=== slice_add_sequencer ===
Figure 1. Logic cells by family (slice_add_sequencer).
Scale: 3 px per micron.
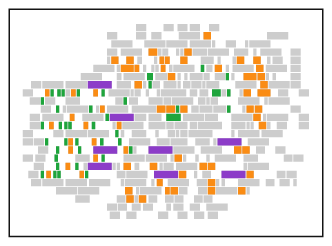

## src/rtl/slice_add_sequencer.sv

```systemverilog
// Multi-cycle WIDTH-bit adder/subtractor built on one SLICE-bit ripple chain.
// One slice is added per cycle, least-significant first, with the carry held
// in a register between slices. Ready/valid on both request and result sides.
//
// Ports:
//   clk, rst        rising-edge clock, synchronous active-high reset
//   in_valid/ready  operand request handshake (a, b, cin, sub)
//   a, b            WIDTH-bit operands
//   cin             carry-in, add mode only
//   sub             1 = a-b, 0 = a+b+cin
//   out_valid/ready result handshake (sum, cout, overflow)
//   sum             WIDTH-bit result
//   cout            carry out of MSB (subtract: 1 = no borrow)
//   overflow        signed overflow
module slice_add_sequencer #(
  parameter int unsigned WIDTH = 16,
  parameter int unsigned SLICE = 4
) (
  input  logic             clk,
  input  logic             rst,
  input  logic             in_valid,
  output logic             in_ready,
  input  logic [WIDTH-1:0] a,
  input  logic [WIDTH-1:0] b,
  input  logic             cin,
  input  logic             sub,
  output logic             out_valid,
  input  logic             out_ready,
  output logic [WIDTH-1:0] sum,
  output logic             cout,
  output logic             overflow
);

  localparam int unsigned STEPS = WIDTH / SLICE;
  localparam int unsigned IDXW  = (STEPS > 1) ? $clog2(STEPS) : 1;

  // Reject parameter sets the slice chain cannot tile exactly.
  if ((WIDTH % SLICE) != 0 || SLICE == 0) begin : g_bad_params
    $error("slice_add_sequencer: WIDTH must be a non-zero multiple of SLICE");
  end

  typedef enum logic [1:0] {
    S_IDLE = 2'd0,
    S_RUN  = 2'd1,
    S_DONE = 2'd2
  } state_t;

  state_t            state;
  logic [WIDTH-1:0]  a_q;
  logic [WIDTH-1:0]  b_q;     // already inverted for subtract
  logic              carry;
  logic [IDXW-1:0]   idx;

  int unsigned       off;
  logic [SLICE-1:0]  a_sl;
  logic [SLICE-1:0]  b_sl;
  logic [SLICE:0]    slice_res;
  logic              last;
  logic              slice_ovf;

  // One SLICE-bit full-adder chain, shared across all steps.
  assign off       = 32'(idx) * SLICE;
  assign a_sl      = a_q[off +: SLICE];
  assign b_sl      = b_q[off +: SLICE];
  assign slice_res = {1'b0, a_sl} + {1'b0, b_sl} + (SLICE+1)'(carry);
  assign last      = (idx == IDXW'(STEPS - 1));
  // Carry into the slice MSB is s^a^b at that bit; overflow XORs it with carry out.
  assign slice_ovf = slice_res[SLICE] ^ slice_res[SLICE-1] ^ a_sl[SLICE-1] ^ b_sl[SLICE-1];

  // Control FSM and datapath registers.
  always_ff @(posedge clk) begin
    if (rst) begin
      state     <= S_IDLE;
      in_ready  <= 1'b1;
      out_valid <= 1'b0;
      sum       <= '0;
      cout      <= 1'b0;
      overflow  <= 1'b0;
      idx       <= '0;
      carry     <= 1'b0;
      a_q       <= '0;
      b_q       <= '0;
    end else begin
      case (state)
        S_IDLE: begin
          if (in_valid) begin
            a_q      <= a;
            b_q      <= sub ? ~b : b;
            carry    <= sub ? 1'b1 : cin;
            idx      <= '0;
            in_ready <= 1'b0;
            state    <= S_RUN;
          end
        end
        S_RUN: begin
          sum[off +: SLICE] <= slice_res[SLICE-1:0];
          carry             <= slice_res[SLICE];
          if (last) begin
            cout      <= slice_res[SLICE];
            overflow  <= slice_ovf;
            out_valid <= 1'b1;
            idx       <= '0;
            state     <= S_DONE;
          end else begin
            idx <= idx + IDXW'(1);
          end
        end
        S_DONE: begin
          if (out_ready) begin
            out_valid <= 1'b0;
            in_ready  <= 1'b1;
            state     <= S_IDLE;
          end
        end
        default: begin
          state     <= S_IDLE;
          in_ready  <= 1'b1;
          out_valid <= 1'b0;
        end
      endcase
    end
  end

endmodule
```

## config.mk

```make
export PLATFORM = sky130hd
export DESIGN_NAME = slice_add_sequencer
export DESIGN_NICKNAME = d
export VERILOG_FILES = /design/src/rtl/slice_add_sequencer.sv
export SDC_FILE = /design/constraint.sdc
export NUM_CORES = 1
export LEC_CHECK = 0
export ABC_AREA = 0
export ABC_CLOCK_PERIOD_IN_PS = 3000
export CAP_MARGIN = 20
export CORE_ASPECT_RATIO = 0.7
export CORE_MARGIN = 4
export CORE_UTILIZATION = 40
export DETAILED_ROUTE_END_ITERATION = 8
export GPL_TIMING_DRIVEN = 0
export PLACE_DENSITY = 0.75
export SETUP_SLACK_MARGIN = 0.3
export SYNTH_ARGS = -nofsm -noshare
export SYNTH_HDL_FRONTEND = slang
export SYNTH_SLANG_ARGS = --single-unit
```

## constraint.sdc

```tcl
create_clock -name clk -period 3 [get_ports clk]
set_clock_uncertainty 0.05 [all_clocks]
set_input_delay 0.6 -clock clk [delete_from_list [all_inputs] [get_ports clk]]
set_output_delay 0.6 -clock clk [all_outputs]
set_load 0.05 [all_outputs]
```

=== simon_out_arbiter ===
### config.mk
export PLATFORM = sky130hd
export DESIGN_NAME = simon_out_arbiter
export DESIGN_NICKNAME = d
export VERILOG_FILES = /design/src/rtl/simon_out_arbiter.sv
export SDC_FILE = /design/constraint.sdc
export NUM_CORES = 1
export LEC_CHECK = 0
export ABC_AREA = 1
export ABC_CLOCK_PERIOD_IN_PS = 2480
export CAP_MARGIN = 20
export CORE_ASPECT_RATIO = 0.9
export CORE_MARGIN = 2
export CORE_UTILIZATION = 45
export CTS_CLUSTER_DIAMETER = 60
export DETAILED_ROUTE_END_ITERATION = 16
export GPL_ROUTABILITY_DRIVEN = 1
export PLACE_DENSITY = 0.86
export SLEW_MARGIN = 20
export SYNTH_ARGS = -nofsm -noshare
export SYNTH_HDL_FRONTEND = slang
export SYNTH_SLANG_ARGS = --single-unit
### constraint.sdc
create_clock -name clk -period 2.48 [get_ports clk]
set_input_delay 0.248 -clock clk [delete_from_list [all_inputs] [get_ports clk]]
set_output_delay 0.248 -clock clk [all_outputs]
set_load 0.01 [all_outputs]
### src/rtl/simon_out_arbiter.sv
// Round-robin arbiter over R SIMON output packetizers; captures the granted
// packet and streams it MSB-byte-first onto one valid/ready byte channel.
module simon_out_arbiter #(
    parameter  int N  = 16,
    parameter  int R  = 4,
    localparam int PB = 2 + N / 2,
    localparam int RB = $clog2(R),
    localparam int IW = $clog2(PB)
) (
    input  logic                      clk,
    input  logic                      nR,
    input  logic [R-1:0]              doneIN,
    input  logic [R-1:0][PB-1:0][7:0] pktIN,
    output logic [R-1:0]              readIN,
    output logic [7:0]                txByte,
    output logic                      txValid,
    input  logic                      txReady,
    output logic [RB-1:0]             txSrc,
    output logic                      txLast,
    output logic                      busy
);
    typedef enum logic {IDLE, SEND} state_t;

    state_t              state_q, state_d;
    logic [RB-1:0]       ptr_q, ptr_d;
    logic [IW-1:0]       idx_q, idx_d;
    logic [PB-1:0][7:0]  buf_q, buf_d;
    logic [R-1:0]        read_q, read_d;
    logic                valid_q, valid_d;
    logic [RB-1:0]       src_q, src_d;

    logic                found;
    logic [RB-1:0]       gnt;
    logic [RB:0]         cand;

    // Scan from ptr upward with explicit wrap so non-power-of-2 R works.
    always_comb begin
        found = 1'b0;
        gnt   = '0;
        cand  = '0;
        for (int i = 0; i < R; i++) begin
            cand = {1'b0, ptr_q} + (RB+1)'(i);
            if (cand >= (RB+1)'(R)) cand = cand - (RB+1)'(R);
            if (!found && doneIN[cand[RB-1:0]]) begin
                found = 1'b1;
                gnt   = cand[RB-1:0];
            end
        end
    end

    always_comb begin
        state_d = state_q;
        ptr_d   = ptr_q;
        idx_d   = idx_q;
        buf_d   = buf_q;
        read_d  = '0;
        valid_d = valid_q;
        src_d   = src_q;
        case (state_q)
            IDLE: begin
                valid_d = 1'b0;
                if (found) begin
                    buf_d   = pktIN[gnt];
                    src_d   = gnt;
                    read_d  = R'(1) << gnt;
                    idx_d   = IW'(PB - 1);
                    valid_d = 1'b1;
                    ptr_d   = (gnt == RB'(R - 1)) ? '0 : gnt + 1'b1;
                    state_d = SEND;
                end
            end
            SEND: begin
                // doneIN is deliberately ignored until the packet has drained.
                if (valid_q && txReady) begin
                    if (idx_q != '0) begin
                        idx_d = idx_q - 1'b1;
                    end else begin
                        valid_d = 1'b0;
                        state_d = IDLE;
                    end
                end
            end
            default: state_d = IDLE;
        endcase
    end

    always_ff @(posedge clk or negedge nR) begin
        if (!nR) begin
            state_q <= IDLE;
            ptr_q   <= '0;
            idx_q   <= '0;
            buf_q   <= '0;
            read_q  <= '0;
            valid_q <= 1'b0;
            src_q   <= '0;
        end else begin
            state_q <= state_d;
            ptr_q   <= ptr_d;
            idx_q   <= idx_d;
            buf_q   <= buf_d;
            read_q  <= read_d;
            valid_q <= valid_d;
            src_q   <= src_d;
        end
    end

    assign readIN  = read_q;
    assign txByte  = buf_q[idx_q];
    assign txValid = valid_q;
    assign txSrc   = src_q;
    assign txLast  = valid_q && (idx_q == '0);
    assign busy    = (state_q == SEND);
endmodule

Figure 2. Signal wires by layer (slice_add_sequencer).
Scale: 3 px per micron.
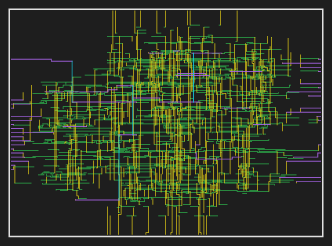
cyan -> met4  # wire length 68.0 microns
yellow -> met2  # wire length 2750 microns
purple -> met3  # wire length 386 microns
green -> met1  # wire length 3190 microns
via count: 2245
Total GRT Usage: 17.0%
drt wl/cell: 14.7 microns

About Figure 1:
green -> NAND gates  # cells 41
orange -> inverting AOI/OAI gates  # cells 63
purple -> multiplexers  # cells 8
logic share of the area: 39.3%
Commonest Layout Cell: dfxtp_1

==> flow_summary.json, slice_add_sequencer <==
{
  "rows": 24,
  "hold_class": "reg -> reg",
  "tns_ns": 0,
  "ys_cells": 276,
  "timing.critical_path.slowest_cell_delay_ns": 0.53,
  "finalClockPeriodUsage_pct": 93.1,
  "critPathKind": "reg -> reg",
  "worstPathCellList": "buf_12 > mux4_2 > fa_2 > fa_2 > a21o_1 > a21oi_2 > xnor3_1 > xnor2_1 > a211oi_2",
  "cp-end-kind": "flip-flop",
  "grt_overflow_total": 0,
  "die_h_microns": 75.2,
  "rsz0062_at_grt": "yes",
  "swShare_pct": 27.1,
  "netlist.area_leader.share_pct": 44.2,
  "maxCapViolations": 0,
  "placed_cell_area_sq_um": 3250,
  "drt-total-wl_mm": 6.39,
  "power_frac_clock_pct": 34.5,
  "p_per_area_nw_per_um2": 507,
  "clk_path_buf_depth": 2,
  "antenna_found_initial": 0,
  "powerComb_mw": 0.362,
  "crit_family": "adder cells",
  "crit_start": "idx[0]",
  "combPwrFrac_pct": 20.0,
  "status": "complete, no violations",
  "die_w_microns": 104,
  "syn_nets": 325,
  "synth_cell_type_count": 33,
  "use_met3_pct": 5.83,
  "grt_pass1_vias": 2143,
  "reg_top3": "a_q (16), b_q (16), sum (16)",
  "fp_util_pct": 41.3,
  "final_cell_mix": "dfxtp_1, clkdlybuf4s50_1, nor2_1",
  "rr_endpoint": "overflow",
  "ir_drop_v": 0.000245,
  "min-delay-start": "a_q[15]"
}
==> slice_add_sequencer: logic make-up after synthesis <==
kind of cell,synth area share (%)
XOR/XNOR,7.32
multiplexers,6.98
adder cells (fa/ha/maj),5.91
flip-flops,44.2
AND-OR/OR-AND,16.9
AND/OR/NAND/NOR,15.4
buffers and inverters,3.34
==> slice_add_sequencer: cell type report <==
type                            count  area share (%)
Timing Repair Buffer               66            18.0
Clock buffer                       13            4.46
Clock inverter                      3           0.422
Buffer                             19            2.60
Sequential cell                    57            32.2
Tap cell                           78            2.74
Multi-Input combinational cell    197            39.3
Inverter                            3           0.316
Figure 3. Clock distribution (simon_out_arbiter).
Scale: 3 px per micron.
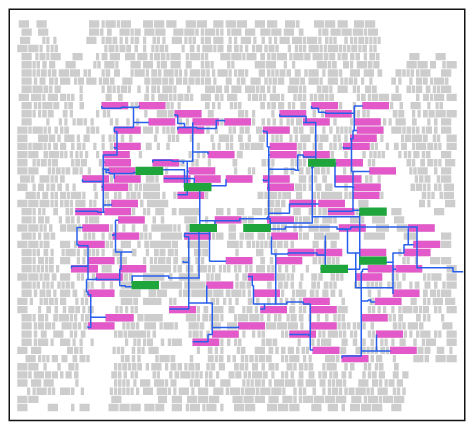
green -> cells driving clock nets  # count 9
magenta -> flip-flops  # count 94
blue -> clock wires  # length 1170 microns
routed clock nets = 10
Clock Power Share: 7.1%
P_clk: 1.28 mW
Clock Skews: 0.00506 ns

==> flow_summary.json, simon_out_arbiter <==
{
  "failed_checks": "negative setup slack",
  "grt_max_degree": 106,
  "maxCapViolations": 0,
  "die_area_sq_um": 20700,
  "finalSetupViolCount": 1,
  "mux_share_pct": 0.456,
  "crit_top_cell": "nor2_1",
  "placement.io_buffers": 343,
  "comb_share_pct": 36.7,
  "syn_inst": 1553,
  "dp.cells": 2061,
  "rsz0062_at_grt": "yes",
  "final_common_cell": "nand2_1",
  "ys_sh_simple_pct": 46.6,
  "p_per_area_nw_per_um2": 1400,
  "synth_warnings": 0,
  "drive_gt1_share_pct": 3.78,
  "flop_cell": "dfrtp_1",
  "diodes": 0,
  "start_kind": "flip-flop",
  "crit_family": "buffers and inverters",
  "synth_cell_type_count": 30,
  "fa_ha_area_share_pct": 0.285,
  "area_leaders": "dfrtp_1, nand2_1, inv_1",
  "inv_count": 342,
  "critical_path_buf_inv_count": 4,
  "slew_viol_final": 0,
  "status": "finished, violations left",
  "drt-total-wl_mm": 31.3,
  "final_cell_mix": "nand2_1, clkdlybuf4s50_1, inv_1",
  "crit_required_ns": 2.23,
  "aoi_share_pct": 5.04,
  "grtUsageMet2_pct": 50.9,
  "fin_util_pct": 66.6,
  "timing.critical_path.slowest_cell_delay_ns": 0.55,
  "ant_nets": 0,
  "dr.pass1.iters": 5,
  "setup_slack_ns": -0.000501,
  "place_ws_ns": 0.110,
  "regArea_sq_um": 2350,
  "slew-limit-headroom_pct": 67.3,
  "ys_chip_area_sq_um": 8790,
  "p_leak_nw": 7.14,
  "sh_seq_area_pct": 18.4,
  "top_cells_by_count": "nand2_1, inv_1, nand3_1",
  "syn_area_sq_um": 8790,
  "reg2reg_setup_slack_ns": 0.22,
  "rows": 48,
  "syn_nets": 1882,
  "cp_max_fo": 9,
  "clkTransAtPathRegs_ns": 0.07,
  "clockRootBuffer": "clkbuf_16",
  "clk_share_pct": 2.09,
  "cts_made_buffers": 9,
  "taps": 250,
  "clkSinkCount": 94,
  "grt_pass1_vias": 10000,
  "met1Wirelength_mm": 13.4,
  "netlist.area_leader.share_pct": 26.8,
  "total_power_mw": 17.9,
  "whs_ns": 0.382
}
-- simon_out_arbiter: where the power goes --
part	internal (mW)	total, mW	switching (mW)
registers	2.32	2.87	0.548
logic	4.99	13.8	8.78
clock network	0.699	1.28	0.577
total	8.01	17.9	9.90
-- simon_out_arbiter: timing repair --
item                                   in CTS  in global routing
endpoints found under the hold margin      25                  0
hold buffers                                1                  0
resized                                     3                 19
setup endpoints to repair                   7                 86
pin swaps                                   0                  1
-- simon_out_arbiter: flip-flops by register name (all words and copies together) (netlist names) --
signal   flops
readIN       4
busy         1
ptr_q        2
txSrc        2
buf_q       80
txValid      1
idx_q        4

==> layout pictures side by side <==
Clock routing.
Plate I
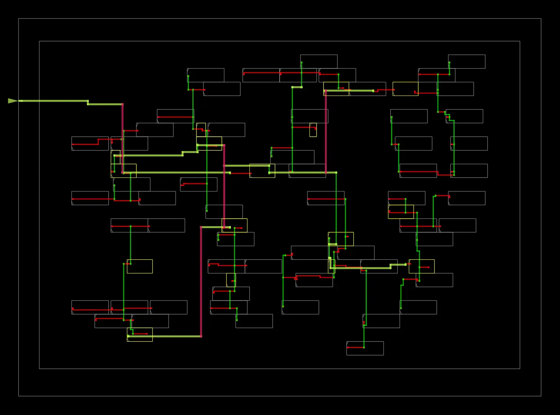
Plate II
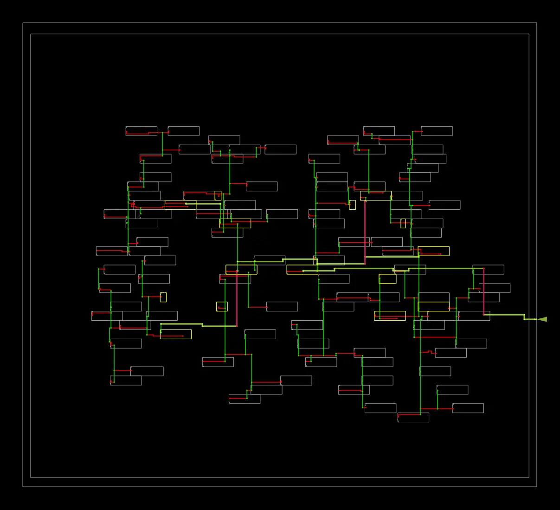
slice_add_sequencer is Plate I.
simon_out_arbiter is Plate II.



## Gallery

Metal 3.
picture 1
Scale: 4 px per micron.
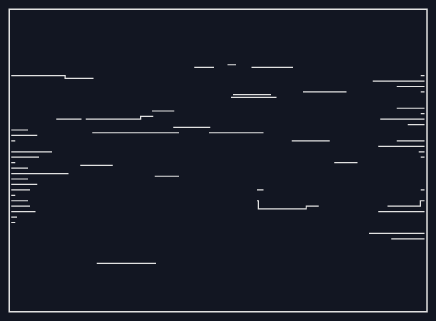
picture 2
Scale: 3 px per micron.
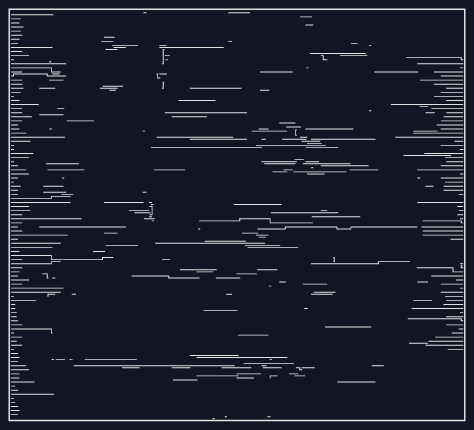
picture 1: slice_add_sequencer
picture 2: simon_out_arbiter

No activity file was given, so power comes from the tool's default toggle rates.
